==================== design 1
**src/rtl/m_mem_arb_pkg.sv**
```systemverilog
// Shared encodings for the core / micro-controller memory arbiter:
// access codes, arbiter FSM states and the latched command layout.
package m_mem_arb_pkg;

  localparam logic [1:0] ACCESS_CODE  = 2'd0;
  localparam logic [1:0] ACCESS_READ  = 2'd1;
  localparam logic [1:0] ACCESS_WRITE = 2'd2;
  localparam logic [1:0] ACCESS_NONE  = 2'd3;

  localparam logic [1:0] ST_IDLE  = 2'd0;
  localparam logic [1:0] ST_ISSUE = 2'd1;
  localparam logic [1:0] ST_WAIT  = 2'd2;
  localparam logic [1:0] ST_RESP  = 2'd3;

  typedef struct packed {
    logic [1:0]  req;
    logic [31:0] addr;
    logic [31:0] wdata;
    logic [2:0]  ctrl;
  } mem_cmd_t;

  // Instruction fetches return data exactly like loads.
  function automatic logic returns_data(input logic [1:0] req);
    return (req == ACCESS_READ) || (req == ACCESS_CODE);
  endfunction

endpackage

```
**src/rtl/m_rr_arb2.sv**
```systemverilog
// Two-way round-robin picker: a lone request wins outright, a tie goes to
// the requester that was not granted last.
module m_rr_arb2 (
  input  logic req0,
  input  logic req1,
  input  logic last,
  output logic gnt,
  output logic id
);

  always_comb begin
    gnt = req0 | req1;
    if (req0 && req1) begin
      id = ~last;
    end else begin
      id = req1;
    end
  end

endmodule

```
**src/rtl/m_mem_arb.sv**
```systemverilog
// Shares the single MMU/DRAM command port between the core (id 0) and the
// VirtIO micro-controller (id 1); one transaction in flight at a time.
module m_mem_arb
  import m_mem_arb_pkg::*;
#(
  parameter int TIMEOUT = 1023,
  parameter int CNT_W   = 10
) (
  input  logic        CLK,
  input  logic        RST,
  input  logic [1:0]  c_req,
  input  logic [31:0] c_addr,
  input  logic [31:0] c_wdata,
  input  logic [2:0]  c_ctrl,
  output logic        c_stall,
  output logic [31:0] c_rdata,
  input  logic [1:0]  m_req,
  input  logic [31:0] m_addr,
  input  logic [31:0] m_wdata,
  input  logic [2:0]  m_ctrl,
  output logic        m_stall,
  output logic [31:0] m_rdata,
  output logic [1:0]  mem_req,
  output logic [31:0] mem_addr,
  output logic [31:0] mem_wdata,
  output logic [2:0]  mem_ctrl,
  output logic        mem_we,
  input  logic        mem_busy,
  input  logic        mem_done,
  input  logic [31:0] mem_rdata,
  output logic        err
);

  // Last WAIT cycle before a missing completion is forced.
  localparam logic [CNT_W-1:0] CNT_LAST = CNT_W'(TIMEOUT - 1);

  logic [1:0]       state_q, state_d;
  logic             owner_q, owner_d;
  logic             last_q, last_d;
  logic             err_q, err_d;
  logic [CNT_W-1:0] cnt_q, cnt_d;
  mem_cmd_t         cmd_q, cmd_d;
  logic [31:0]      c_rdata_q, c_rdata_d;
  logic [31:0]      m_rdata_q, m_rdata_d;

  logic     c_pend, m_pend;
  logic     arb_gnt, arb_id;
  mem_cmd_t c_cmd, m_cmd;

  assign c_pend = (c_req != ACCESS_NONE);
  assign m_pend = (m_req != ACCESS_NONE);
  assign c_cmd  = '{req: c_req, addr: c_addr, wdata: c_wdata, ctrl: c_ctrl};
  assign m_cmd  = '{req: m_req, addr: m_addr, wdata: m_wdata, ctrl: m_ctrl};

  m_rr_arb2 u_pick (
    .req0 (c_pend),
    .req1 (m_pend),
    .last (last_q),
    .gnt  (arb_gnt),
    .id   (arb_id)
  );

  always_comb begin
    state_d   = state_q;
    owner_d   = owner_q;
    last_d    = last_q;
    err_d     = err_q;
    cnt_d     = cnt_q;
    cmd_d     = cmd_q;
    c_rdata_d = c_rdata_q;
    m_rdata_d = m_rdata_q;

    case (state_q)
      ST_IDLE: begin
        if (arb_gnt) begin
          owner_d = arb_id;
          cmd_d   = arb_id ? m_cmd : c_cmd;
          state_d = ST_ISSUE;
        end
      end
      ST_ISSUE: begin
        if (!mem_busy) begin
          cnt_d   = '0;
          state_d = ST_WAIT;
        end
      end
      ST_WAIT: begin
        cnt_d = cnt_q + CNT_W'(1);
        if (mem_done) begin
          // Write completions leave the requester's last read value alone.
          if (returns_data(cmd_q.req)) begin
            if (owner_q) begin
              m_rdata_d = mem_rdata;
            end else begin
              c_rdata_d = mem_rdata;
            end
          end
          state_d = ST_RESP;
        end else if (cnt_q == CNT_LAST) begin
          err_d = 1'b1;
          if (owner_q) begin
            m_rdata_d = '0;
          end else begin
            c_rdata_d = '0;
          end
          state_d = ST_RESP;
        end
      end
      ST_RESP: begin
        last_d  = owner_q;
        state_d = ST_IDLE;
      end
      default: state_d = ST_IDLE;
    endcase
  end

  always_ff @(posedge CLK) begin
    if (RST) begin
      state_q   <= ST_IDLE;
      owner_q   <= 1'b0;
      last_q    <= 1'b1;
      err_q     <= 1'b0;
      cnt_q     <= '0;
      cmd_q     <= '0;
      c_rdata_q <= '0;
      m_rdata_q <= '0;
    end else begin
      state_q   <= state_d;
      owner_q   <= owner_d;
      last_q    <= last_d;
      err_q     <= err_d;
      cnt_q     <= cnt_d;
      cmd_q     <= cmd_d;
      c_rdata_q <= c_rdata_d;
      m_rdata_q <= m_rdata_d;
    end
  end

  // A requester is released only in the RESP cycle of its own transaction.
  assign c_stall = c_pend && !((state_q == ST_RESP) && (owner_q == 1'b0));
  assign m_stall = m_pend && !((state_q == ST_RESP) && (owner_q == 1'b1));

  assign mem_req   = (state_q == ST_ISSUE) ? cmd_q.req : ACCESS_NONE;
  assign mem_addr  = cmd_q.addr;
  assign mem_wdata = cmd_q.wdata;
  assign mem_ctrl  = cmd_q.ctrl;
  assign mem_we    = (state_q == ST_ISSUE) && (cmd_q.req == ACCESS_WRITE);

  assign c_rdata = c_rdata_q;
  assign m_rdata = m_rdata_q;
  assign err     = err_q;

endmodule
```
**config.mk**
```make
export PLATFORM = sky130hd
export DESIGN_NAME = m_mem_arb
export DESIGN_NICKNAME = d
export VERILOG_FILES = /design/src/rtl/m_mem_arb_pkg.sv /design/src/rtl/m_rr_arb2.sv /design/src/rtl/m_mem_arb.sv
export SDC_FILE = /design/constraint.sdc
export NUM_CORES = 1
export LEC_CHECK = 0
export ABC_AREA = 1
export CAP_MARGIN = 10
export CORE_UTILIZATION = 25
export CTS_BUF_LIST = sky130_fd_sc_hd__clkbuf_16
export CTS_CLUSTER_DIAMETER = 150
export DETAILED_ROUTE_END_ITERATION = 10
export GPL_ROUTABILITY_DRIVEN = 0
export GPL_TIMING_DRIVEN = 0
export PLACE_DENSITY = 0.54
export SLEW_MARGIN = 20
export SYNTH_ARGS = -nofsm -noshare
export SYNTH_HDL_FRONTEND = slang
export SYNTH_HIERARCHICAL = 1
export SYNTH_SLANG_ARGS = --single-unit
```
**constraint.sdc**
```tcl
create_clock -name CLK -period 3.1 [get_ports CLK]
set_input_delay 0.31 -clock CLK [delete_from_list [all_inputs] [get_ports CLK]]
set_output_delay 0.31 -clock CLK [all_outputs]
set_load 0.01 [all_outputs]
```
Fig. 1: design 1, register map, names as in the netlist
Scale bar: 50 um. Other sequential cells in the stronger grey, the rest of the logic in the fainter grey.
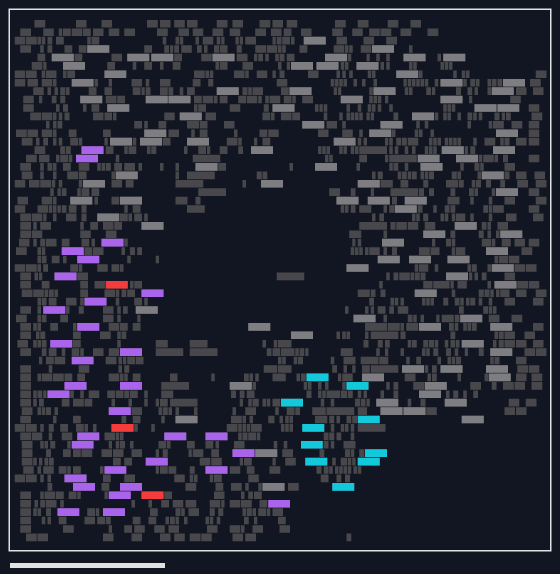
legend:
  cyan:
    signal: `cnt_q`
    placed_flops: 10
    where: bottom centre
  purple:
    signal: `mem_addr`
    placed_flops: 32
  red:
    signal: `mem_ctrl`
    placed_flops: 3
not coloured: 103
area taken by flip-flops and latches: 2960 um^2
Core Util, Final: 0.400
power in sequential cells: 2690 uW
share of cell area taken by flip-flops and latches: 0.255

==> run summary <==
The synthesis and place-and-route flow finished, so here is a summary.

The flow ran to the end, and the final reports show no timing, DRC or antenna violations. In the CTS report, the clock slew at the register clock pins of the worst setup and hold paths is listed as 0.07 ns. The maximum number of pins on one net before global-route repair is 18. The part of the total power dissipated in sequential elements came out at 0.300.

The worst min-delay path category is primary input to register. The count of H-tree levels built during CTS is 4. Counting every instance in the synthesized netlist gives 1067. The final layout reports a setup TNS of 0 ns.

Per the post-synthesis report, the nets total 1248. The cell that appears most often on the critical path is sky130_fd_sc_hd__inv_1. The count of buffer and inverter cells on the critical path came out at 3. The worst setup path is launched from a register. The slowest cell on the critical path is sky130_fd_sc_hd__clkdlybuf4s50_1.

The fraction of met1 tracks used by global routing came out at 0.213. The longest incremental delay of any stage on the critical path is reported as 0.55 ns. The average footprint of a synthesized cell is 6.97 um^2.

The simple-gate portion of the synthesized area is 0.287. In this run the layout overhead on the synthesized area is reported as 56.0%. The count of fill cells added during filler insertion is ~3100. The number of CTS-inserted buffers is 17.

The switching power share of the total is 0.381. The top-area cell type share of the netlist area is 0.399. The number of flops mapped to enable cells by yosys is 0.

The clock period minus final worst setup slack came out at around 2.4 ns. For this run, the detailed router reports a per-instance via density of between 4 and 5. The cell class contributing the biggest share of worst-path delay is buffers and inverters.

The number of iterations in the first detailed-routing pass came out at 5. The share of cell area taken by muxes after synthesis came out at 0. All stages included, the depth of the critical timing path comes to 6. The via count of the first global-routing pass is around 7500.

Counting instances, the worst hold path has a depth of 5. The DRC violation total left in the routed layout is recorded as 0. The count of instances resized after the clock tree is built came out at 0.

In this run, the number of DRC markers left after iteration 0 of detailed routing was ~310. TritonCTS built the clock tree. In the final layout, the share of cells above drive strength 1 is 0.104. The post-synth register bit count is roughly 150. The number of cells in Yosys stat is between 1000 and 1500. The post-layout total power came out at 8970 uW. The worst setup path is of the register to output port kind. Walking the worst path, the cells encountered are inv_1 > ha_1 > inv_1 > or2_2 > nor2_1 > clkdlybuf4s50_1.

Along the worst path, the maximum fanout reaches 4. The part of the power in combinational logic came out at 0.466. The worst register-to-register path begins at state_q[0]. The xor/xnor cell area share of the yosys netlist came out at 0.

STA shows the worst min-delay path finishing at m_rdata[0]. The per-cell routed wire length is 15.1 um. The number of maximum-capacitance violations is 0. The internal power is 5550 uW. The cell-mix breakdown from Yosys lists the adder-cell area share as 0.0118.
[power by group through the flow]
stage / Sequential (uW) / Combinational (uW) / Clock [uW]
finish: 2690 / 4180 / 2090
detailed placement: 2720 / 4240 / 0
CTS: 2700 / 4260 / 2150
global route: 2760 / 4620 / 2230
floorplan: 2690 / 2380 / 0
global placement: 2720 / 4240 / 0
[final cells by class]
class	instances	area, um^2	area share
plain buffers	137	866	0.0747
clock buffers	17	425	0.0367
multi-input cells	654	3130	0.270
clock inverters	15	164	0.0141
well taps	384	480	0.0414
flip-flops and latches	148	2960	0.255
repair buffers	309	3090	0.267
inverters	128	480	0.0414
[state kept, by name (all words and copies together), names as in the netlist]
| name | flops |
|---|---|
| cnt_q | 10 |
| err | 1 |
| owner_q | 1 |
| m_rdata | 32 |
| state_q | 2 |
| mem_addr | 32 |
| c_rdata | 32 |
| mem_ctrl | 3 |
| cmd_q | 2 |
| mem_wdata | 32 |
| last_q | 1 |
[metal layers]
layer | part of all wire | vias to the layer above | wire length [um]
li1 | - | 3974 | -
met1 | 0.42 | 3463 | 11500
met2 | 0.48 | 269 | 12900
met3 | 0.087 | 20 | 2340
met4 | 0.011 | 0 | 297
met5 | 0 | - | 0

==================== design 2
Fig. 2: design 2, a small window of the routed layout
Region (0, 26) to (40, 66) um. Cells in grey, sequential cells in the stronger grey; small squares are vias.
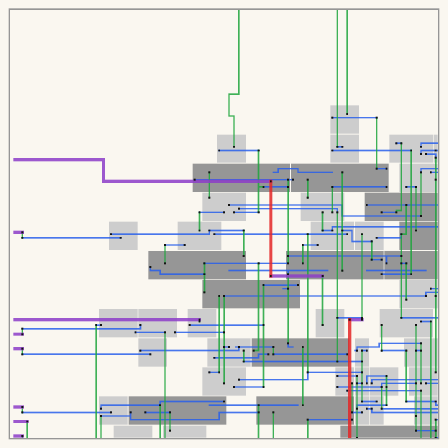
Fig. 3: design 2, register map, names as in the netlist
Scale bar: 20 um. Other sequential cells in the stronger grey, the rest of the logic in the fainter grey.
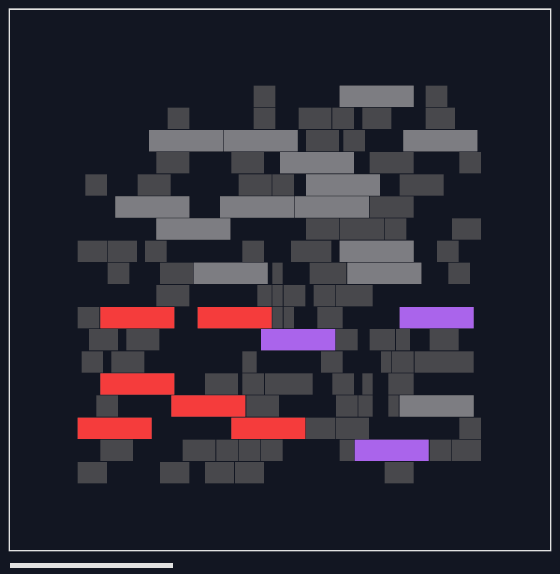
**src/rtl/octal_operand_loader.sv**
```systemverilog
// octal_operand_loader
// Collects two 2-digit octal operands (A then B, most-significant digit first)
// over a valid/ready digit stream, presents them with a borrow-in to an
// external 6-bit borrow subtractor, then registers the returned difference
// until the consumer acknowledges it.
//
// Optional feature: define OCTAL_LOADER_NEG_FLAG_EN to add the result_neg
// output, which flags that the subtraction borrowed out (A < B + cin).
//
// Timing: the edge that accepts the last B digit enters EVAL; during EVAL the
// subtractor sees stable operands, and the following edge captures d_in into
// result and raises result_valid.
module octal_operand_loader (
    input  logic       clk,
    input  logic       rst_n,
    input  logic [2:0] digit_in,
    input  logic       digit_valid,
    output logic       digit_ready,
    input  logic       borrow_in,
    input  logic       clear,
    output logic [5:0] a_out,
    output logic [5:0] b_out,
    output logic       cin_out,
    input  logic [5:0] d_in,
    output logic [5:0] result,
    output logic       result_valid,
    input  logic       result_ack
`ifdef OCTAL_LOADER_NEG_FLAG_EN
    ,
    output logic       result_neg
`endif
);

    typedef enum logic [2:0] {
        A_HI = 3'd0,
        A_LO = 3'd1,
        B_HI = 3'd2,
        B_LO = 3'd3,
        EVAL = 3'd4,
        HOLD = 3'd5
    } state_t;

    state_t     state_q, state_d;
    logic [5:0] a_q, a_d;
    logic [5:0] b_q, b_d;
    logic       cin_q, cin_d;
    logic [5:0] result_q, result_d;
    logic       result_valid_q, result_valid_d;
    logic       xfer;

    // Handshake: a digit moves only when offered and accepted in the same cycle.
    assign xfer = digit_valid && digit_ready;

    // State register.
    always_ff @(posedge clk or negedge rst_n) begin
        if (!rst_n) begin
            state_q <= A_HI;
        end else begin
            state_q <= state_d;
        end
    end

    // Next-state: advance per accepted digit, one pass through EVAL, wait in
    // HOLD for the acknowledge; clear overrides everything.
    always_comb begin
        state_d = state_q;
        if (clear) begin
            state_d = A_HI;
        end else begin
            case (state_q)
                A_HI:    if (xfer) state_d = A_LO;
                A_LO:    if (xfer) state_d = B_HI;
                B_HI:    if (xfer) state_d = B_LO;
                B_LO:    if (xfer) state_d = EVAL;
                EVAL:    state_d = HOLD;
                HOLD:    if (result_ack) state_d = A_HI;
                default: state_d = A_HI;
            endcase
        end
    end

    // Outputs decoded from state: digits are accepted only while loading.
    always_comb begin
        digit_ready = (state_q == A_HI) || (state_q == A_LO) ||
                      (state_q == B_HI) || (state_q == B_LO);
    end

    // Operand, borrow and result registers.
    always_ff @(posedge clk or negedge rst_n) begin
        if (!rst_n) begin
            a_q            <= 6'd0;
            b_q            <= 6'd0;
            cin_q          <= 1'b0;
            result_q       <= 6'd0;
            result_valid_q <= 1'b0;
        end else begin
            a_q            <= a_d;
            b_q            <= b_d;
            cin_q          <= cin_d;
            result_q       <= result_d;
            result_valid_q <= result_valid_d;
        end
    end

    // Datapath next values: operands are only overwritten by a new load, so
    // they stay stable through EVAL/HOLD and survive a clear.
    always_comb begin
        a_d            = a_q;
        b_d            = b_q;
        cin_d          = cin_q;
        result_d       = result_q;
        result_valid_d = result_valid_q;
        if (clear) begin
            result_valid_d = 1'b0;
        end else begin
            if (xfer) begin
                case (state_q)
                    A_HI:    a_d[5:3] = digit_in;
                    A_LO:    a_d[2:0] = digit_in;
                    B_HI:    b_d[5:3] = digit_in;
                    B_LO: begin
                        b_d[2:0] = digit_in;
                        cin_d    = borrow_in;
                    end
                    default: ;
                endcase
            end
            if (state_q == EVAL) begin
                result_d       = d_in;
                result_valid_d = 1'b1;
            end
            if ((state_q == HOLD) && result_ack) begin
                result_valid_d = 1'b0;
            end
        end
    end

`ifdef OCTAL_LOADER_NEG_FLAG_EN
    logic       result_neg_q, result_neg_d;
    logic [6:0] sub_rhs;

    // Borrow-out flag register.
    always_ff @(posedge clk or negedge rst_n) begin
        if (!rst_n) begin
            result_neg_q <= 1'b0;
        end else begin
            result_neg_q <= result_neg_d;
        end
    end

    // Borrow-out flag: 7-bit compare so B + cin cannot wrap; captured with result.
    always_comb begin
        sub_rhs      = {1'b0, b_q} + {6'd0, cin_q};
        result_neg_d = result_neg_q;
        if (clear) begin
            result_neg_d = 1'b0;
        end else if (state_q == EVAL) begin
            result_neg_d = ({1'b0, a_q} < sub_rhs);
        end
    end

    assign result_neg = result_neg_q;
`endif

    assign a_out        = a_q;
    assign b_out        = b_q;
    assign cin_out      = cin_q;
    assign result       = result_q;
    assign result_valid = result_valid_q;

endmodule

```
**config.mk**
```make
export PLATFORM = sky130hd
export DESIGN_NAME = octal_operand_loader
export DESIGN_NICKNAME = d
export VERILOG_FILES = /design/src/rtl/octal_operand_loader.sv
export SDC_FILE = /design/constraint.sdc
export NUM_CORES = 1
export LEC_CHECK = 0
export CAP_MARGIN = 20
export CORE_MARGIN = 8
export CORE_UTILIZATION = 39
export CTS_CLUSTER_SIZE = 20
export DETAILED_ROUTE_END_ITERATION = 8
export PLACE_DENSITY_LB_ADDON = 0.1
export SYNTH_ARGS = -nofsm -noshare
export SYNTH_HDL_FRONTEND = slang
export SYNTH_SLANG_ARGS = --single-unit
export TNS_END_PERCENT = 10
```
**constraint.sdc**
```tcl
create_clock -name clk -period 1.5 [get_ports clk]
set_input_delay 0.15 -clock clk [delete_from_list [all_inputs] [get_ports clk]]
set_output_delay 0.15 -clock clk [all_outputs]
set_load 0.05 [all_outputs]
```
==> run summary <==
The synthesis and place-and-route flow finished, so here is a summary.

The cell area after synthesis is 990 um^2. Derived from the worst setup path, the maximum achievable clock frequency is 707 MHz. The share of cell area taken by muxes after synthesis came out at 0.243. The first global-routing pass estimated 3650 um of wire. The top flip-flop cell by instance count after synthesis is sky130_fd_sc_hd__dfrtp_1. The worst setup path is captured at a register.

The total placed instance area came out at 1350 um^2. The routed length on met2 is 940 um. The analysis reports a worst IR drop on VDD of 0.000934 V.

Looking at area per cell type in the netlist, the leader is sky130_fd_sc_hd__dfrtp_1. The script parses the final routing iteration and logs DRC violations as 0. At the end of routability-driven placement, the weighted congestion stood at 0.778.

Looking at the setup timing report, the critical path kind is register to register. The number of cells in Yosys stat is 67. The number of antenna violations at the first check in global routing came out at 0. The sequential fraction of the synthesis area is 0.582. The via count of the first global-routing pass is roughly 780.

met1 track demand over resource after global routing is 0.133. The number of synthesis warnings is 0. The detailed placement HPWL is 1610 um. The launch point of the worst register-to-register path is recorded as state_q[1].

The launching element type of the critical path is a register. The number of buffers added to fix hold violations after cts is 0. According to the I/O placement log, the pin count is 36. The number of warning messages in the logs is 26. TritonCTS built the clock tree. The final hold slack is 0.175 ns. The worst slack after detailed placement is -0.125 ns. Across the routed clock network, the largest skew measured is 0.00590 ns.

The flow ran to the end, and the final reports show no timing, DRC or antenna violations. The synthesized instance count is 67. The count of H-tree levels built during CTS is 1. Ranked by total cell area, the synthesized netlist is headed by sky130_fd_sc_hd__dfrtp_1, sky130_fd_sc_hd__mux2_2, sky130_fd_sc_hd__mux2_4. Clock tree synthesis inserted a total of 3 buffers. The finished layout holds about 140 standard cells, fillers aside. The average footprint of a synthesized cell is between 10 and 15 um^2. The total non-filler cell area in the finished layout is ~1400 um^2. The number of placement rows came out at 18. The layer flagged by global routing as most heavily used is met2. After floorplanning, the core was sized to cover approximately 2400 um^2. The die boundary width came out at 66.4 um. Yosys reports that the most numerous cell types are sky130_fd_sc_hd__dfrtp_1, sky130_fd_sc_hd__mux2_2, sky130_fd_sc_hd__mux2_4, sky130_fd_sc_hd__nand2_1, sky130_fd_sc_hd__a21oi_1. The leakage power figure is 0.000642 uW. The number of nets handed over by synthesis was approximately 82.

The synthesis report gives the async set-or-reset register share as 1.00. The library cell used as clock root buffer is sky130_fd_sc_hd__clkbuf_4. The simple-gate portion of the synthesized area came out at 0.107. The number of distinct library cells after synthesis is 20.

The endpoint arrival time on the critical path is 1.62 ns. Setup repair after global routing left no endpoint under its margin. The xor/xnor cell area share of the yosys netlist came out at 0.00885. Leaving out fill and tap cells, the most frequent cells in the layout are sky130_fd_sc_hd__buf_4, sky130_fd_sc_hd__dfrtp_1, sky130_fd_sc_hd__mux2_2.

Gates resized during post-CTS repair numbered 0. The number of vias after detailed routing came out at between 600 and 700. Per the synthesis report, the AND-OR/OR-AND share of the synthesized area is 0.0392.

The die boundary height is between 60 and 70 um. Per the detail_route log, the uppermost layer with routed signals is met4.
About Fig. 2:
legend:
  blue:
    layer: M1
  green:
    layer: M2
  purple:
    layer: M3
  red:
    layer: M4
netlist names of flops here include: `a_out` (5), `b_out` (3), `result` (2)
most frequent: dfrtp_1 (10), mux2_2 (9), buf_4 (8)
sequential cells in the window: 10
cells with their middle in the window: 40

About Fig. 3:
legend:
  purple:
    signal: `state_q`
    placed_flops: 3
  red:
    signal: `result`
    placed_flops: 6
Core Util, Final: 0.567
power in sequential cells: 839 uW
share of cell area taken by flip-flops and latches: 0.417
area taken by flip-flops and latches: 576 um^2

==> path summary, 6_finish.rpt <==
check	cells after the start	to	slack [ns]
max	4	b_out[3]	0.09
min	2	state_q[0]	0.17
max reg2reg	4	b_out[3]	0.09
min reg2reg	1	result[4]	0.52
max in group asynchronous	2	a_out[3]	1.09
min in group clk	2	result[0]	0.44
==> critical path, cell delays in order (launching register included) <==
cell,delay [ns]
sky130_fd_sc_hd__dfrtp_1,0.47
sky130_fd_sc_hd__and3b_1,0.23
sky130_fd_sc_hd__buf_4,0.13
sky130_fd_sc_hd__nand2_1,0.12
sky130_fd_sc_hd__mux2_2,0.35
==> area by class of cell <==
cell class	instances	area, um^2
multi-input cells	41	394
flip-flops and latches	23	576
well taps	30	37.5
clock buffers	3	22.5
inverters	1	3.75
clock inverters	1	5.00
repair buffers	39	340
fillers	207	1050
==> power breakdown <==
group          switching [uW]  total [uW]  internal [uW]
Combinational             611         945            333
Sequential               82.1         839            757
Clock                     188         287           99.6
==> flip-flops by register name (all words and copies together), names as in the netlist <==
signal        count
a_out             6
b_out             6
result_valid      1
state_q           3
result            6
cin_out           1

==================== design 3
**src/rtl/coin_acceptor.sv**
```systemverilog
// Purpose : synchronise and debounce the nickel/dime chute sensors and emit one
//           clean single-cycle Nin/Din pulse per physical coin (Reject if both).
// Latency : a steady raw level first sampled at edge E1 pulses high after edge
//           E(DEBOUNCE_CYCLES+2); no backpressure, the vending FSM takes every pulse.
//
// Ports:
//   clk          system clock, all state on the rising edge
//   reset        asynchronous, active-high reset
//   nickel_raw   raw nickel chute sensor (asynchronous, bouncy)
//   dime_raw     raw dime chute sensor (asynchronous, bouncy)
//   Nin          registered one-cycle pulse per accepted nickel
//   Din          registered one-cycle pulse per accepted dime
//   Reject       registered one-cycle pulse when both sensors are held together
//   Busy         registered, high whenever the FSM is not in IDLE
//
// Optional build macro COIN_ACCEPTOR_TALLY_EN adds saturating 8-bit event
// counters nickel_tally / dime_tally / reject_tally. Core behaviour is the
// same in both builds.

module coin_acceptor #(
    parameter int DEBOUNCE_CYCLES = 4,   // legal 2..255
    parameter int GAP_CYCLES      = 2    // legal 1..255
) (
    input  logic       clk,
    input  logic       reset,
    input  logic       nickel_raw,
    input  logic       dime_raw,
    output logic       Nin,
    output logic       Din,
    output logic       Reject,
    output logic       Busy
`ifdef COIN_ACCEPTOR_TALLY_EN
    ,
    output logic [7:0] nickel_tally,
    output logic [7:0] dime_tally,
    output logic [7:0] reject_tally
`endif
);

    // Terminal counts. The parameter ranges keep both below 255, so the 8-bit
    // counter can never wrap.
    localparam logic [7:0] DEB_LAST = 8'(DEBOUNCE_CYCLES - 1);
    localparam logic [7:0] GAP_LAST = 8'(GAP_CYCLES - 1);

    localparam logic [1:0] CODE_NONE   = 2'b00;
    localparam logic [1:0] CODE_NICKEL = 2'b01;
    localparam logic [1:0] CODE_DIME   = 2'b10;
    localparam logic [1:0] CODE_BOTH   = 2'b11;

    typedef enum logic [2:0] {
        IDLE,
        QUAL,
        EMIT,
        RELEASE,
        GAP
    } state_t;

    // ------------------------------------------------------------------
    // Two-flop synchronisers
    // ------------------------------------------------------------------
    logic       nickel_meta;
    logic       nickel_sync;
    logic       dime_meta;
    logic       dime_sync;
    logic [1:0] s;

    always_ff @(posedge clk or posedge reset) begin
        if (reset) begin
            nickel_meta <= 1'b0;
            nickel_sync <= 1'b0;
            dime_meta   <= 1'b0;
            dime_sync   <= 1'b0;
        end else begin
            nickel_meta <= nickel_raw;
            nickel_sync <= nickel_meta;
            dime_meta   <= dime_raw;
            dime_sync   <= dime_meta;
        end
    end

    assign s = {dime_sync, nickel_sync};

    // ------------------------------------------------------------------
    // FSM state register
    // ------------------------------------------------------------------
    state_t     state;
    state_t     state_nxt;
    logic [7:0] cnt;
    logic [7:0] cnt_nxt;
    logic [1:0] code;
    logic [1:0] code_nxt;
    logic       nin_nxt;
    logic       din_nxt;
    logic       reject_nxt;
    logic       busy_nxt;

    always_ff @(posedge clk or posedge reset) begin
        if (reset) begin
            state  <= IDLE;
            cnt    <= 8'd0;
            code   <= CODE_NONE;
            Nin    <= 1'b0;
            Din    <= 1'b0;
            Reject <= 1'b0;
            Busy   <= 1'b0;
        end else begin
            state  <= state_nxt;
            cnt    <= cnt_nxt;
            code   <= code_nxt;
            Nin    <= nin_nxt;
            Din    <= din_nxt;
            Reject <= reject_nxt;
            Busy   <= busy_nxt;
        end
    end

    // ------------------------------------------------------------------
    // Next-state and output logic
    // ------------------------------------------------------------------
    always_comb begin
        state_nxt  = state;
        cnt_nxt    = cnt;
        code_nxt   = code;
        nin_nxt    = 1'b0;
        din_nxt    = 1'b0;
        reject_nxt = 1'b0;

        case (state)
            IDLE: begin
                // The capturing sample is the first of the DEBOUNCE_CYCLES
                // matching samples, hence cnt starts at 1.
                if (s != CODE_NONE) begin
                    code_nxt  = s;
                    cnt_nxt   = 8'd1;
                    state_nxt = QUAL;
                end
            end

            QUAL: begin
                if (s != code) begin
                    // Any change (bounce, or the other chute joining in)
                    // restarts qualification via IDLE.
                    state_nxt = IDLE;
                    cnt_nxt   = 8'd0;
                end else if (cnt == DEB_LAST) begin
                    state_nxt = EMIT;
                    cnt_nxt   = 8'd0;
                    case (code)
                        CODE_NICKEL: nin_nxt    = 1'b1;
                        CODE_DIME:   din_nxt    = 1'b1;
                        CODE_BOTH:   reject_nxt = 1'b1;
                        default:     ;
                    endcase
                end else begin
                    cnt_nxt = cnt + 8'd1;
                end
            end

            EMIT: begin
                state_nxt = RELEASE;
                cnt_nxt   = 8'd0;
            end

            RELEASE: begin
                // Need DEBOUNCE_CYCLES consecutive idle samples; any activity
                // (bounce or a coin still sitting on the sensor) restarts it.
                if (s != CODE_NONE) begin
                    cnt_nxt = 8'd0;
                end else if (cnt == DEB_LAST) begin
                    state_nxt = GAP;
                    cnt_nxt   = 8'd0;
                end else begin
                    cnt_nxt = cnt + 8'd1;
                end
            end

            GAP: begin
                // Inputs are deliberately ignored here.
                if (cnt == GAP_LAST) begin
                    state_nxt = IDLE;
                    cnt_nxt   = 8'd0;
                end else begin
                    cnt_nxt = cnt + 8'd1;
                end
            end

            default: begin
                state_nxt = IDLE;
                cnt_nxt   = 8'd0;
                code_nxt  = CODE_NONE;
            end
        endcase

        busy_nxt = (state_nxt != IDLE);
    end

`ifdef COIN_ACCEPTOR_TALLY_EN
    // ------------------------------------------------------------------
    // Saturating event tallies, advanced by the registered pulses
    // ------------------------------------------------------------------
    always_ff @(posedge clk or posedge reset) begin
        if (reset) begin
            nickel_tally <= 8'd0;
            dime_tally   <= 8'd0;
            reject_tally <= 8'd0;
        end else begin
            if (Nin && (nickel_tally != 8'hFF)) begin
                nickel_tally <= nickel_tally + 8'd1;
            end
            if (Din && (dime_tally != 8'hFF)) begin
                dime_tally <= dime_tally + 8'd1;
            end
            if (Reject && (reject_tally != 8'hFF)) begin
                reject_tally <= reject_tally + 8'd1;
            end
        end
    end
`endif

endmodule

```
**config.mk**
```make
export PLATFORM = sky130hd
export DESIGN_NAME = coin_acceptor
export DESIGN_NICKNAME = d
export VERILOG_FILES = /design/src/rtl/coin_acceptor.sv
export SDC_FILE = /design/constraint.sdc
export NUM_CORES = 1
export LEC_CHECK = 0
export ABC_AREA = 1
export CELL_PAD_IN_SITES_DETAIL_PLACEMENT = 1
export CELL_PAD_IN_SITES_GLOBAL_PLACEMENT = 1
export CORE_UTILIZATION = 45
export CTS_BUF_LIST = sky130_fd_sc_hd__clkbuf_8
export DETAILED_ROUTE_END_ITERATION = 16
export PLACE_DENSITY_LB_ADDON = 0.25
export RECOVER_POWER = 50
export SYNTH_ARGS = -nofsm -noshare
export SYNTH_HDL_FRONTEND = slang
export SYNTH_SLANG_ARGS = --single-unit
```
**constraint.sdc**
```tcl
create_clock -name clk -period 1.4 [get_ports clk]
set_input_delay 0.21 -clock clk [delete_from_list [all_inputs] [get_ports clk]]
set_output_delay 0.21 -clock clk [all_outputs]
set_load 0.005 [all_outputs]
```
Fig. 4: design 3, clock routing
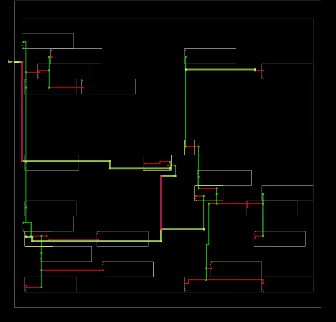
clk sink count: 21
Setup Skew: 0.00620 ns

Fig. 5: design 3, wiring by layer
Two of the layers only.
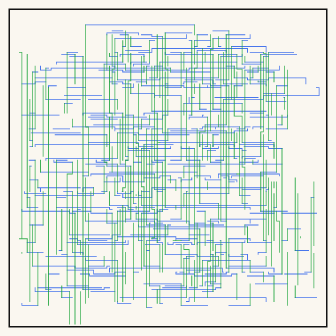
legend:
  green:
    layer: M2
    wire_length: 1890 um
  blue:
    layer: M1
    wire_length: 1620 um
routed via count: 1177
routed length per placed instance: 17.2 um
global-route total usage across every layer: 0.265
final WL: 3670 um

Fig. 6: design 3, signal metal coverage by tile
11 x 11 tiles, from dark blue (low) to red (high), scaled to the fullest tile. Values are wire area over tile area, all layers added.
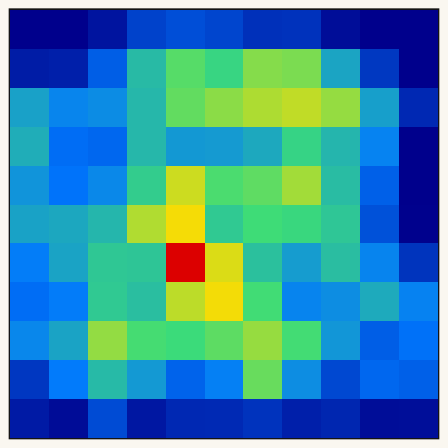
fullest tile: 0.58
mean over tiles: 0.19
densest ninth of the die: centre
nearly empty tiles: 6.6%
tiles over half the peak: 22%

[power by group]
group	leakage (uW)	internal (uW)	total, uW	switching [uW]
Combinational	0.000453	366	1030	663
Sequential	0.000267	714	789	75.2
Clock	0.0000255	199	406	207
Total	0.000745	1280	2220	946
[how the worst max path moves through the flow]
stage / startpoint / endpoint / slack (ns) / cells past startpoint
3_5_place_dp: cnt[0] / cnt[0] / 0.03 / 8
2_1_floorplan: cnt[0] / cnt[0] / 0.17 / 8
3_3_place_gp: cnt[5] / Busy / 0.1 / 8
5_1_grt: cnt[4] / cnt[0] / -0.06 / 8
6_report: cnt[6] / cnt[0] / 0.007 / 8
4_1_cts: state[1] / cnt[6] / 0.01 / 7
[flip-flops by register name, summed over array words and instances, names as in the netlist]
register and flops:
code 2, Nin 1, nickel_sync 1, state 3, Busy 1, dime_sync 1
Reject 1, dime_meta 1, cnt 8, nickel_meta 1, Din 1
[what timing repair did]
| item | in CTS | in global routing |
|---|---|---|
| setup buffers | 0 | 1 |
| pin swaps | 0 | 2 |
| resized | 1 | 11 |
| setup endpoints to repair | 1 | 11 |
==> run summary <==
The synthesis and place-and-route flow finished, so here is a summary.

The run finished with clean final reports. The total die size came out at 3000 um^2. The placed cell count is 208.

The tree is rooted in a sky130_fd_sc_hd__clkbuf_8. The layout has 3 clock buffers. Entering global routing, the biggest net connects 22 pins.

By area the synthesized netlist is led by sky130_fd_sc_hd__dfrtp_1, sky130_fd_sc_hd__nand2_1, sky130_fd_sc_hd__inv_1. The first global-routing pass estimated between 5000 and 6000 um of wire. The aggregate global routing overflow came out at 0. The share of synthesized cell area in full adder, half adder and majority cells is 0.0200. The critical path is of the register to register type. The register fraction of the total cell area came out at 0.356. Ranking logic cells in the layout by count gives the top entries sky130_fd_sc_hd__nand2_1, sky130_fd_sc_hd__inv_1, sky130_fd_sc_hd__dfrtp_1. The total non-filler cell area in the finished layout is 1490 um^2. The number of antenna violations at the first check in global routing came to 0. In the post-route analysis, the smallest setup slack over all paths is 0.00674 ns.

The top flip-flop cell by instance count after synthesis is sky130_fd_sc_hd__dfrtp_1. The busiest layer in global routing is met2. The area taken by sequential standard cells is reported as 529 um^2. The number of iterations in the first detailed-routing pass came out at 4.

The layout report lists the non-clock buffer share of cell area as 0.0908. The cell area after synthesis is ~1300 um^2. The max-slew violation count is 0. The via count of the first global-routing pass is between 1000 and 1500.

By area, combinational gates come first. The synthesized instance count is 164. The total cell area reported by yosys after synthesis came out at 1250 um^2. The worst hold path terminates at nickel_sync. The count of buffers not belonging to the clock network in the layout came out at 16. The xor/xnor cell area share of the yosys netlist is 0.00699. STA classifies the critical path startpoint as a register. The endpoint arrival time on the critical path is 1.55 ns. The dominant cell by count in the synthesized netlist is sky130_fd_sc_hd__nand2_1.

The clock period could shrink to 1.39 ns. The count of fill cells added during filler insertion is 336. The number of buffers added to fix hold violations after cts came out at 0. Leaving out the clock tree, the finished layout contains an inverter count of 28. The largest vdd supply drop is 0.00146 V. The post-layout total power came out at 2220 uW. The number of tap instances came out at 30.

Counting only logic cells after layout, the most numerous master is sky130_fd_sc_hd__nand2_1. The fraction of met1 tracks used by global routing is 0.346. The reg2reg setup slack is 0.007 ns. The number of distinct library cells after synthesis came out at 18. TritonCTS built the clock tree. The fraction of registers with async set/reset came out at 1.00. The met3 wire length came out at approximately 140 um. The number of nets in the final layout is 190. The area of the core came out at 2540 um^2.

The number of synthesis warnings came out at 0. The I/O pin count is 8. The post-synthesis to final-layout area growth came out at 18.7%. The number of placement rows came out at 18.

The number of DRC violations after detailed routing is 0. The commonest cells after synthesis are sky130_fd_sc_hd__nand2_1, sky130_fd_sc_hd__inv_1, sky130_fd_sc_hd__dfrtp_1. The number of warning messages in the logs is 27.

==================== design 4
===== src/rtl/mem_arb_pkg.sv =====
// Shared types for the unified memory arbiter: FSM states, grant encoding, latency counter width.
package mem_arb_pkg;

    typedef enum logic [2:0] {IDLE, ISSUE, WAIT, CAPT, RESP} state_t;
    typedef enum logic {GNT_CPU, GNT_EXT} grant_t;

    localparam int CNT_W = 4;

endpackage


===== src/rtl/rr_arbiter2.sv =====
// Combinational two-way pick between CPU (req[0]) and external port (req[1]).
// Build option: MEMARB_CPU_PRIO_EN selects fixed CPU priority instead of round-robin.
module rr_arbiter2
    import mem_arb_pkg::*;
(
    input  logic [1:0] req,
    input  grant_t     last,
    output grant_t     gnt
);

    always_comb begin
        gnt = GNT_CPU;
`ifdef MEMARB_CPU_PRIO_EN
        if (!req[0] && req[1]) gnt = GNT_EXT;
`else
        // On a tie the port that was not served last goes first.
        if (req[1] && (!req[0] || last == GNT_CPU)) gnt = GNT_EXT;
`endif
    end

endmodule


===== src/rtl/unified_mem_arbiter.sv =====
// Shares one fixed-latency memory between the CPU control path and an external port, one access at a time.
// Build option: MEMARB_CPU_PRIO_EN gives the CPU fixed priority (default is round-robin).
module unified_mem_arbiter
    import mem_arb_pkg::*;
#(
    parameter int AW      = 32,
    parameter int DW      = 32,
    parameter int MEM_LAT = 1
) (
    input  logic          clk,
    input  logic          reset,
    input  logic          cpu_req,
    input  logic          cpu_we,
    input  logic [AW-1:0] cpu_addr,
    input  logic [DW-1:0] cpu_wdata,
    output logic [DW-1:0] cpu_rdata,
    output logic          cpu_ready,
    input  logic          ext_req,
    input  logic          ext_we,
    input  logic [AW-1:0] ext_addr,
    input  logic [DW-1:0] ext_wdata,
    output logic [DW-1:0] ext_rdata,
    output logic          ext_ready,
    output logic          mem_en,
    output logic          mem_we,
    output logic [AW-1:0] mem_addr,
    output logic [DW-1:0] mem_wdata,
    input  logic [DW-1:0] mem_rdata
);

    state_t           state_q;
    logic [CNT_W-1:0] cnt_q;
    grant_t           gnt_q;
    grant_t           last_q;
    logic             mem_en_q;
    logic             mem_we_q;
    logic [AW-1:0]    mem_addr_q;
    logic [DW-1:0]    mem_wdata_q;
    logic [DW-1:0]    cpu_rdata_q;
    logic [DW-1:0]    ext_rdata_q;
    logic             cpu_ready_q;
    logic             ext_ready_q;

    grant_t           pick_d;
    logic             sel_we_d;
    logic [AW-1:0]    sel_addr_d;
    logic [DW-1:0]    sel_wdata_d;

    rr_arbiter2 u_arb (
        .req  ({ext_req, cpu_req}),
        .last (last_q),
        .gnt  (pick_d)
    );

    assign sel_we_d    = (pick_d == GNT_EXT) ? ext_we    : cpu_we;
    assign sel_addr_d  = (pick_d == GNT_EXT) ? ext_addr  : cpu_addr;
    assign sel_wdata_d = (pick_d == GNT_EXT) ? ext_wdata : cpu_wdata;

    always_ff @(posedge clk or posedge reset) begin
        if (reset) begin
            state_q     <= IDLE;
            cnt_q       <= '0;
            gnt_q       <= GNT_CPU;
            last_q      <= GNT_EXT;
            mem_en_q    <= 1'b0;
            mem_we_q    <= 1'b0;
            mem_addr_q  <= '0;
            mem_wdata_q <= '0;
            cpu_rdata_q <= '0;
            ext_rdata_q <= '0;
            cpu_ready_q <= 1'b0;
            ext_ready_q <= 1'b0;
        end else begin
            case (state_q)
                IDLE: begin
                    if (cpu_req || ext_req) begin
                        gnt_q       <= pick_d;
                        mem_en_q    <= 1'b1;
                        mem_we_q    <= sel_we_d;
                        mem_addr_q  <= sel_addr_d;
                        mem_wdata_q <= sel_wdata_d;
                        cnt_q       <= CNT_W'(MEM_LAT);
                        state_q     <= ISSUE;
                    end
                end
                // ISSUE and WAIT together span MEM_LAT cycles; the strobe lives only in ISSUE.
                ISSUE, WAIT: begin
                    mem_en_q <= 1'b0;
                    cnt_q    <= cnt_q - 1'b1;
                    state_q  <= (cnt_q == CNT_W'(1)) ? CAPT : WAIT;
                end
                CAPT: begin
                    if (gnt_q == GNT_CPU) begin
                        if (!mem_we_q) cpu_rdata_q <= mem_rdata;
                        cpu_ready_q <= 1'b1;
                    end else begin
                        if (!mem_we_q) ext_rdata_q <= mem_rdata;
                        ext_ready_q <= 1'b1;
                    end
                    state_q <= RESP;
                end
                RESP: begin
                    cpu_ready_q <= 1'b0;
                    ext_ready_q <= 1'b0;
                    last_q      <= gnt_q;
                    state_q     <= IDLE;
                end
                default: state_q <= IDLE;
            endcase
        end
    end

    assign mem_en    = mem_en_q;
    assign mem_we    = mem_we_q;
    assign mem_addr  = mem_addr_q;
    assign mem_wdata = mem_wdata_q;
    assign cpu_rdata = cpu_rdata_q;
    assign cpu_ready = cpu_ready_q;
    assign ext_rdata = ext_rdata_q;
    assign ext_ready = ext_ready_q;

endmodule


===== config.mk =====
export PLATFORM = sky130hd
export DESIGN_NAME = unified_mem_arbiter
export DESIGN_NICKNAME = d
export VERILOG_FILES = /design/src/rtl/mem_arb_pkg.sv /design/src/rtl/rr_arbiter2.sv /design/src/rtl/unified_mem_arbiter.sv
export SDC_FILE = /design/constraint.sdc
export NUM_CORES = 1
export LEC_CHECK = 0
export CAP_MARGIN = 30
export CORE_MARGIN = 5
export CORE_UTILIZATION = 41
export CTS_CLUSTER_DIAMETER = 80
export DETAILED_ROUTE_END_ITERATION = 7
export GPL_ROUTABILITY_DRIVEN = 0
export HOLD_SLACK_MARGIN = 0.05
export PLACE_DENSITY = 0.8
export SETUP_SLACK_MARGIN = 0.1
export SLEW_MARGIN = 10
export SYNTH_ARGS = -nofsm -noshare
export SYNTH_HDL_FRONTEND = slang
export SYNTH_SLANG_ARGS = --single-unit
export TNS_END_PERCENT = 50

===== constraint.sdc =====
create_clock -name clk -period 6.3 [get_ports clk]
set_input_delay 1.26 -clock clk [delete_from_list [all_inputs] [get_ports clk]]
set_output_delay 1.26 -clock clk [all_outputs]
set_load 0.01 [all_outputs]

==> run summary <==
The synthesis and place-and-route flow finished, so here is a summary.

The top cell types in the final layout, fill and taps aside, are sky130_fd_sc_hd__clkdlybuf4s50_1, sky130_fd_sc_hd__dfrtp_1, sky130_fd_sc_hd__o21bai_1, sky130_fd_sc_hd__o221a_2, sky130_fd_sc_hd__mux2_2. In this run the clock root is driven by a sky130_fd_sc_hd__clkbuf_16. The number of synthesis warnings came out at 0. The slowest cell on the critical path is sky130_fd_sc_hd__clkdlybuf4s50_1.

The endpoint arrival time on the critical path came out at ~1.5 ns. The number of antenna violations at the first check in global routing came out at 0. After detailed routing, the number of vias per cell comes to 5.38. The clock period minus final worst setup slack is 2.73 ns. The cell area after synthesis is 6080 um^2. The xor/xnor cell area share of the yosys netlist came out at 0.00144. The run finished with clean final reports. In this run the core area contains 44 standard-cell rows. The slew at the pin closest to its max-slew limit came out at roughly 0.77 ns. The number of vias after detailed routing is approximately 4900. The largest buffer count on any clock path is 2. In the post-synthesis netlist, the biggest area contributors are sky130_fd_sc_hd__dfrtp_1, sky130_fd_sc_hd__o221a_2, sky130_fd_sc_hd__o21bai_1.

The simple-gate portion of the synthesized area is 0.0206. The share of cell area taken by muxes after synthesis came out at 0.139. The endpoint of the worst hold path is cpu_rdata[10].

The top achievable clock speed is 366 MHz. Per the hold report, the tightest min-delay path originates at cpu_rdata[10]. The cell-mix breakdown from Yosys lists the compound-gate area share as 0.218. The total cell area reported by yosys after synthesis came out at 6080 um^2. The number of endpoints failing setup at the final stage came out at 0. Per the timing report, the most critical flop-to-flop path finishes at mem_addr[17]. The fraction of registers with async set/reset is 1.00.

The number of gates resized after CTS was 0. The die boundary height came out at roughly 130 um. The max-slew violation count is 0. The area fraction of the largest cell type after synthesis is 0.576. The largest family of logic cells by area is AND-OR/OR-AND gates.

The number of distinct library cells after synthesis is 33. The synthesized design spends more area on one cell type than any other, namely sky130_fd_sc_hd__dfrtp_1. The logic depth of the worst setup path including buffers came out at 1. The share of synthesized cell area in full adder, half adder and majority cells came out at 0.00412.

The number of maximum-capacitance violations came out at 0. The power per standard cell area came out at 519 nW/um^2. The clock latency on the worst-skew pair is 0.42 ns. The number of warning messages in the logs came out at 27. The maximum number of pins on one net before global-route repair came out at 90. The count of final hold-check violations came out at 0.

Buffers inserted to repair hold after CTS numbered 0. Measured against its own limit, the worst slew margin works out to 0.484. Total global-route track usage over all layers is 0.206. The number of synthesized register bits is between 100 and 150.

The total non-filler cell area in the finished layout came out at 9850 um^2. The number of CTS-inserted buffers came out at 17. OpenSTA lists the critical path endpoint as mem_we.

The launching element type of the critical path is a register. The die is 132 um wide. The I/O pin count is 298. The part of the cycle the worst path needs is 0.434. The cell count after synthesis came out at 421. Counting flops with a built-in enable in the synthesized netlist gives 0. STA on the placed design reports a worst setup slack of 3.16 ns. The clock skew after layout is 0.00831 ns. The number of antenna repair diodes came out at 0. The count of H-tree levels built during CTS is 4. The post-synthesis to final-layout area growth came out at 62.1%. Yosys reports that the most numerous cell types are sky130_fd_sc_hd__dfrtp_1, sky130_fd_sc_hd__o21bai_1, sky130_fd_sc_hd__o221a_2.
## cell type report
class | count | area (um^2)
multi-input combinational | 236 | 2360
inverter | 5 | 23.8
timing repair buffer | 303 | 3030
clock inverter | 9 | 179
sequential | 141 | 3530
clock buffer | 23 | 498
tap | 184 | 230
fill | 1042 | 4690
## power by group
group	total, uW	switching, uW	leakage [uW]	internal (uW)
combinational	2340	899	0.00216	1450
sequential	1640	287	0.00162	1350
clock	1130	372	0.000326	757
total	5110	1560	0.00411	3560
## flip-flops by register name (all words and copies together) (netlist names)
register	flops
mem_en	1
cpu_ready	1
cnt_q	4
ext_rdata	32
last_q	1
gnt_q	1
state_q	3
mem_addr	32
ext_ready	1
mem_we	1
mem_wdata	32
cpu_rdata	32
## layer usage
metal,global-route usage,routed length [um]
met5,0,0
met4,0.0846,507
met3,0.0573,1280
met2,0.349,8960
met1,0.247,7230
## cell families (layout without fill, tap and decap cells)
kind of cell,after synthesis,after routing
simple gates,21,21
buf+inv,44,340
compound gates,147,147
flops,141,141
xor+xnor,1,1
fa+ha+maj,2,2
mux,65,65
Fig. 7: design 4, register map, names as in the netlist
Scale bar: 50 um. Other sequential cells in the stronger grey, the rest of the logic in the fainter grey.
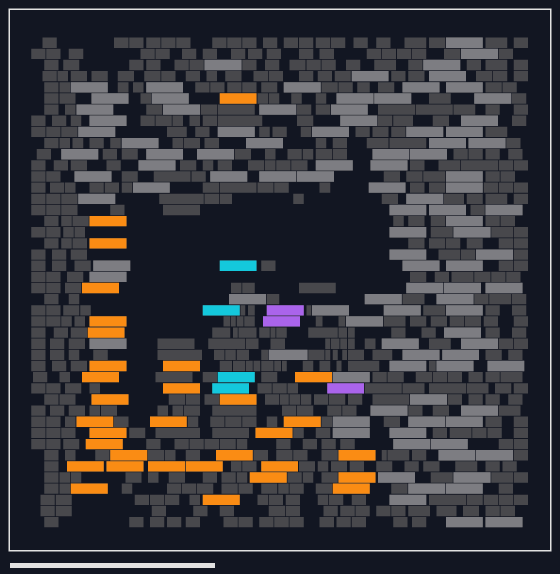
legend:
  purple:
    signal: `state_q`
    placed_flops: 3
  cyan:
    signal: `cnt_q`
    placed_flops: 4
  orange:
    signal: `mem_addr`
    placed_flops: 32
not coloured: 102
area taken by flip-flops and latches: 3530 um^2
power in sequential cells: 1640 uW
Core Util, Final: 0.678
share of cell area taken by flip-flops and latches: 0.358


==================== design 5
Fig. 8: design 5, register map, names as in the netlist
Scale bar: 20 um. Other sequential cells in the stronger grey, the rest of the logic in the fainter grey.
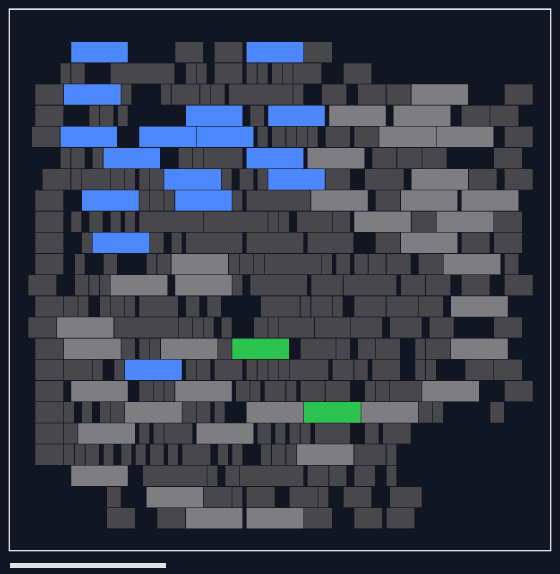
Fig. 9: design 5, wiring by layer
Two of the layers only.
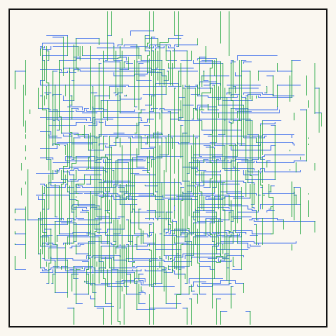
Fig. 10: design 5, a small window of the routed layout
Region (0, 29) to (40, 69) um. Cells in grey, sequential cells in the stronger grey; small squares are vias.
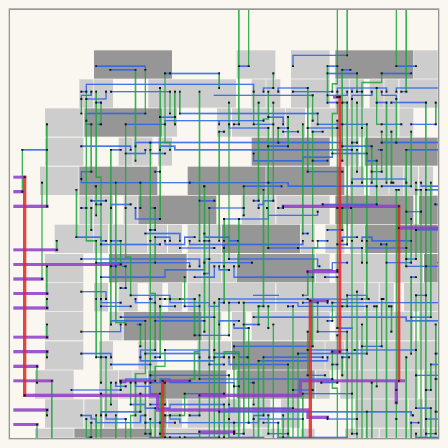
[config.mk]
export PLATFORM = sky130hd
export DESIGN_NAME = nibble_serial_adder
export DESIGN_NICKNAME = d
export VERILOG_FILES = /design/src/rtl/nibble_serial_adder_pkg.sv /design/src/rtl/cra4bits.sv /design/src/rtl/nibble_serial_adder.sv
export SDC_FILE = /design/constraint.sdc
export NUM_CORES = 1
export LEC_CHECK = 0
export ABC_CLOCK_PERIOD_IN_PS = 5400
export CAP_MARGIN = 25
export CORE_MARGIN = 2
export CORE_UTILIZATION = 55
export CTS_BUF_LIST = sky130_fd_sc_hd__clkbuf_8
export CTS_CLUSTER_DIAMETER = 50
export CTS_CLUSTER_SIZE = 16
export DETAILED_ROUTE_END_ITERATION = 12
export GPL_TIMING_DRIVEN = 0
export PLACE_DENSITY = 0.95
export SKIP_CTS_REPAIR_TIMING = 1
export SYNTH_ARGS = -nofsm -noshare
export SYNTH_HDL_FRONTEND = slang
export SYNTH_SLANG_ARGS = --single-unit
[constraint.sdc]
create_clock -name clk -period 5.4 [get_ports clk]
set_clock_uncertainty 0.15 [all_clocks]
set_input_delay 0.81 -clock clk [delete_from_list [all_inputs] [get_ports clk]]
set_output_delay 0.81 -clock clk [all_outputs]
set_load 0.01 [all_outputs]
[src/rtl/nibble_serial_adder_pkg.sv]
// Shared constants for the serial adders: slice width and FSM state encoding.
package nibble_serial_adder_pkg;
    localparam int SLICE_W = 4;

    localparam logic [1:0] ST_IDLE = 2'd0;
    localparam logic [1:0] ST_RUN  = 2'd1;
    localparam logic [1:0] ST_DONE = 2'd2;
endpackage

[src/rtl/cra4bits.sv]
// 4-bit carry-ripple adder slice.
module cra4bits
    import nibble_serial_adder_pkg::*;
(
    input  logic [SLICE_W-1:0] a,
    input  logic [SLICE_W-1:0] b,
    input  logic               cin,
    output logic [SLICE_W-1:0] s,
    output logic               cout
);
    logic [SLICE_W:0] c;

    assign c[0] = cin;

    for (genvar i = 0; i < SLICE_W; i++) begin : g_fa
        assign s[i]   = a[i] ^ b[i] ^ c[i];
        assign c[i+1] = (a[i] & b[i]) | (c[i] & (a[i] ^ b[i]));
    end

    assign cout = c[SLICE_W];
endmodule

[src/rtl/nibble_serial_adder.sv]
// Multi-cycle adder: one 4-bit slice per RUN cycle, valid/ready on both sides.
module nibble_serial_adder
    import nibble_serial_adder_pkg::*;
#(
    parameter int WIDTH = 16
) (
    input  logic             clk,
    input  logic             rst,
    input  logic             in_valid,
    output logic             in_ready,
    input  logic [WIDTH-1:0] a,
    input  logic [WIDTH-1:0] b,
    input  logic             cin,
    output logic             out_valid,
    input  logic             out_ready,
    output logic [WIDTH-1:0] s,
    output logic             cout,
    output logic [1:0]       dbg_state_o
);
    localparam int NIB   = WIDTH / SLICE_W;
    localparam int IDX_W = $clog2(NIB);
    localparam logic [IDX_W-1:0] LAST_IDX = IDX_W'(NIB - 1);

    // Handshakes: a transfer happens on a rising edge where valid & ready are both 1;
    // the producer holds its data stable until that edge.

    logic [1:0]       state_q, state_d;
    logic [IDX_W-1:0] idx_q, idx_d;
    logic             carry_q, carry_d;
    logic [WIDTH-1:0] a_q, a_d;
    logic [WIDTH-1:0] b_q, b_d;
    logic [WIDTH-1:0] s_q, s_d;

    logic [IDX_W+1:0]   base;
    logic [SLICE_W-1:0] slice_a, slice_b, slice_s;
    logic               slice_cout;

    // Bit offset of the current slice (idx * 4).
    assign base    = {idx_q, 2'b00};
    assign slice_a = a_q[base +: SLICE_W];
    assign slice_b = b_q[base +: SLICE_W];

    cra4bits u_slice (
        .a    (slice_a),
        .b    (slice_b),
        .cin  (carry_q),
        .s    (slice_s),
        .cout (slice_cout)
    );

    always_comb begin
        state_d = state_q;
        idx_d   = idx_q;
        carry_d = carry_q;
        a_d     = a_q;
        b_d     = b_q;
        s_d     = s_q;
        case (state_q)
            ST_IDLE: begin
                if (in_valid) begin
                    a_d     = a;
                    b_d     = b;
                    carry_d = cin;
                    idx_d   = '0;
                    s_d     = '0;
                    state_d = ST_RUN;
                end
            end
            ST_RUN: begin
                s_d[base +: SLICE_W] = slice_s;
                carry_d              = slice_cout;
                if (idx_q == LAST_IDX) begin
                    idx_d   = '0;
                    state_d = ST_DONE;
                end else begin
                    idx_d = idx_q + IDX_W'(1);
                end
            end
            ST_DONE: begin
                if (out_ready) begin
                    state_d = ST_IDLE;
                end
            end
            default: state_d = ST_IDLE;
        endcase
    end

    always_ff @(posedge clk) begin
        if (rst) begin
            state_q <= ST_IDLE;
            idx_q   <= '0;
            carry_q <= 1'b0;
            a_q     <= '0;
            b_q     <= '0;
            s_q     <= '0;
        end else begin
            state_q <= state_d;
            idx_q   <= idx_d;
            carry_q <= carry_d;
            a_q     <= a_d;
            b_q     <= b_d;
            s_q     <= s_d;
        end
    end

    assign in_ready    = (state_q == ST_IDLE);
    assign out_valid   = (state_q == ST_DONE);
    assign s           = s_q;
    assign cout        = carry_q;
    assign dbg_state_o = state_q;
endmodule

==> run summary <==
The synthesis and place-and-route flow finished, so here is a summary.

The run finished with clean final reports. Per the power-grid run, VDD falls by no more than around 0.00019 V. The leakage power figure is around 0.0012 uW.

The count of inverters not on the clock network in the layout came out at 14. The smallest setup slack after layout came out at 1.96 ns. The count of final hold-check violations came out at 0.

The launch instance of the worst register-to-register path is idx_q[0]. The met3 global-route usage is 0.0567. The synthesis run shows the most used standard cells to be sky130_fd_sc_hd__nand2_1, sky130_fd_sc_hd__dfxtp_1, sky130_fd_sc_hd__a21oi_1.

The number of clock buffer instances in the layout came out at 5. In the final layout, the share of cells above drive strength 1 is 0.102. Summed over all nets, wire length on met3 after detailed routing comes to approximately 300 um. During I/O placement, the number of pins put on the boundary was 58.

The beginning of the worst hold path is b_q[11]. The number of warning messages in the logs came out at 29. The critical path startpoint is idx_q[0]. The post-synthesis cell type with the largest combined area is sky130_fd_sc_hd__dfxtp_1. The wire length on met1 came out at 2210 um. The routed via count divided by cell count came out at between 5 and 6. The post-detailed-route count of antenna-violating nets came out at 0. The number of distinct library cells after synthesis is 30. The top routing layer in use is met4. The synthesized design contains 53 register bits. Each instance of the synthesized netlist takes up on average around 9.4 um^2. The largest buffer count on any clock path came out at 2. The floorplan step set the die width to 69.3 um. The top achievable clock speed came out at 290 MHz. Leaving out filler cells and counting taps, the final layout contains 363. Total global-route track usage over all layers is 0.241.
About Fig. 8:
legend:
  blue:
    signal: `b_q`
    placed_flops: 16
  green:
    signal: `idx_q`
    placed_flops: 2
area taken by flip-flops and latches: 1060 um^2
share of cell area taken by flip-flops and latches: 0.348
power in sequential cells: 417 uW
Core Util, Final: 0.751

About Fig. 9:
legend:
  blue:
    layer: M1
    wire_length: 2210 um
  green:
    layer: M2
    wire_length: 2900 um
routed via count: 1986
routed length per placed instance: 15.2 um

About Fig. 10:
legend:
  red:
    layer: M4
  blue:
    layer: M1
  purple:
    layer: M3
  green:
    layer: M2
cells with their middle in the window: 115
most frequent: nand2_1 (36), a21oi_1 (19), dfxtp_1 (18)
sequential cells in the window: 18
netlist names of flops here include: `b_q` (15), `a_q` (3)

==> tightest hold or removal path: cells and delay by family, from the launching register on <==
family	cells	cell delay, ns
DFF	1	0.32
and+or+nand+nor	1	0.05
AOI/OAI and AO/OA	1	0.05
==> power breakdown <==
part / internal [uW] / leakage [uW] / switching, uW
Clock: 88.2 / 0.0000467 / 123
Combinational: 63.5 / 0.000694 / 63.0
Sequential: 407 / 0.000433 / 10.1
==> registers in the layout, summed over array words and instances (netlist names) <==
name	count
b_q	16
dbg_state_o	2
s	16
a_q	16
idx_q	2
cout	1
==> logic make-up (layout without fill, tap and decap cells) <==
family,count (synthesis),count (layout),synth area share
AND/OR/NAND/NOR,86,86,0.169
buffers and inverters,31,94,0.0613
multiplexers,13,13,0.100
flip-flops,53,53,0.452
AND-OR/OR-AND,59,59,0.162
adder cells (fa/ha/maj),8,8,0.0554
==> per-stage QoR <==
stage               cell area [um^2]  power [uW]  utilization
floorplan                       2350         498            -
finish                          3050         755        0.751
CTS                             3050         755        0.751
global route                    3050         789        0.751
global placement                2960         545        0.730
detailed placement              2960         550        0.730


==> layout pictures side by side <==
Wiring by layer.
Two of the layers only.
(a)
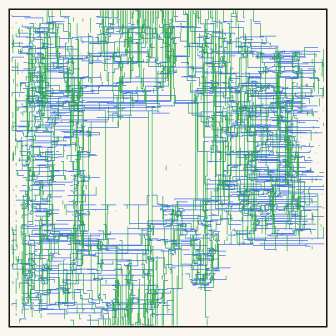
(b)
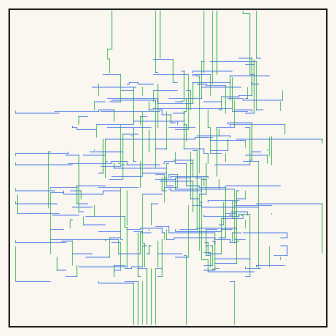
(c)
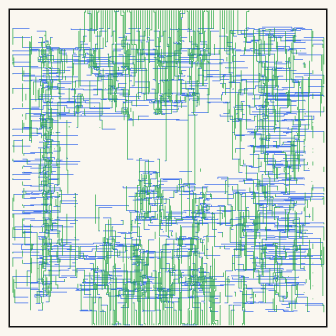
Of these, most wire: (a)
Of these, least wire: (b)
For design 1, see (a).
For design 4, see (c).
For design 2, see (b).

Key to (b):
legend:
  green:
    layer: M2
    wire_length: 941 um
  blue:
    layer: M1
    wire_length: 994 um

No activity file was given, so power comes from the tool's default toggle rates.
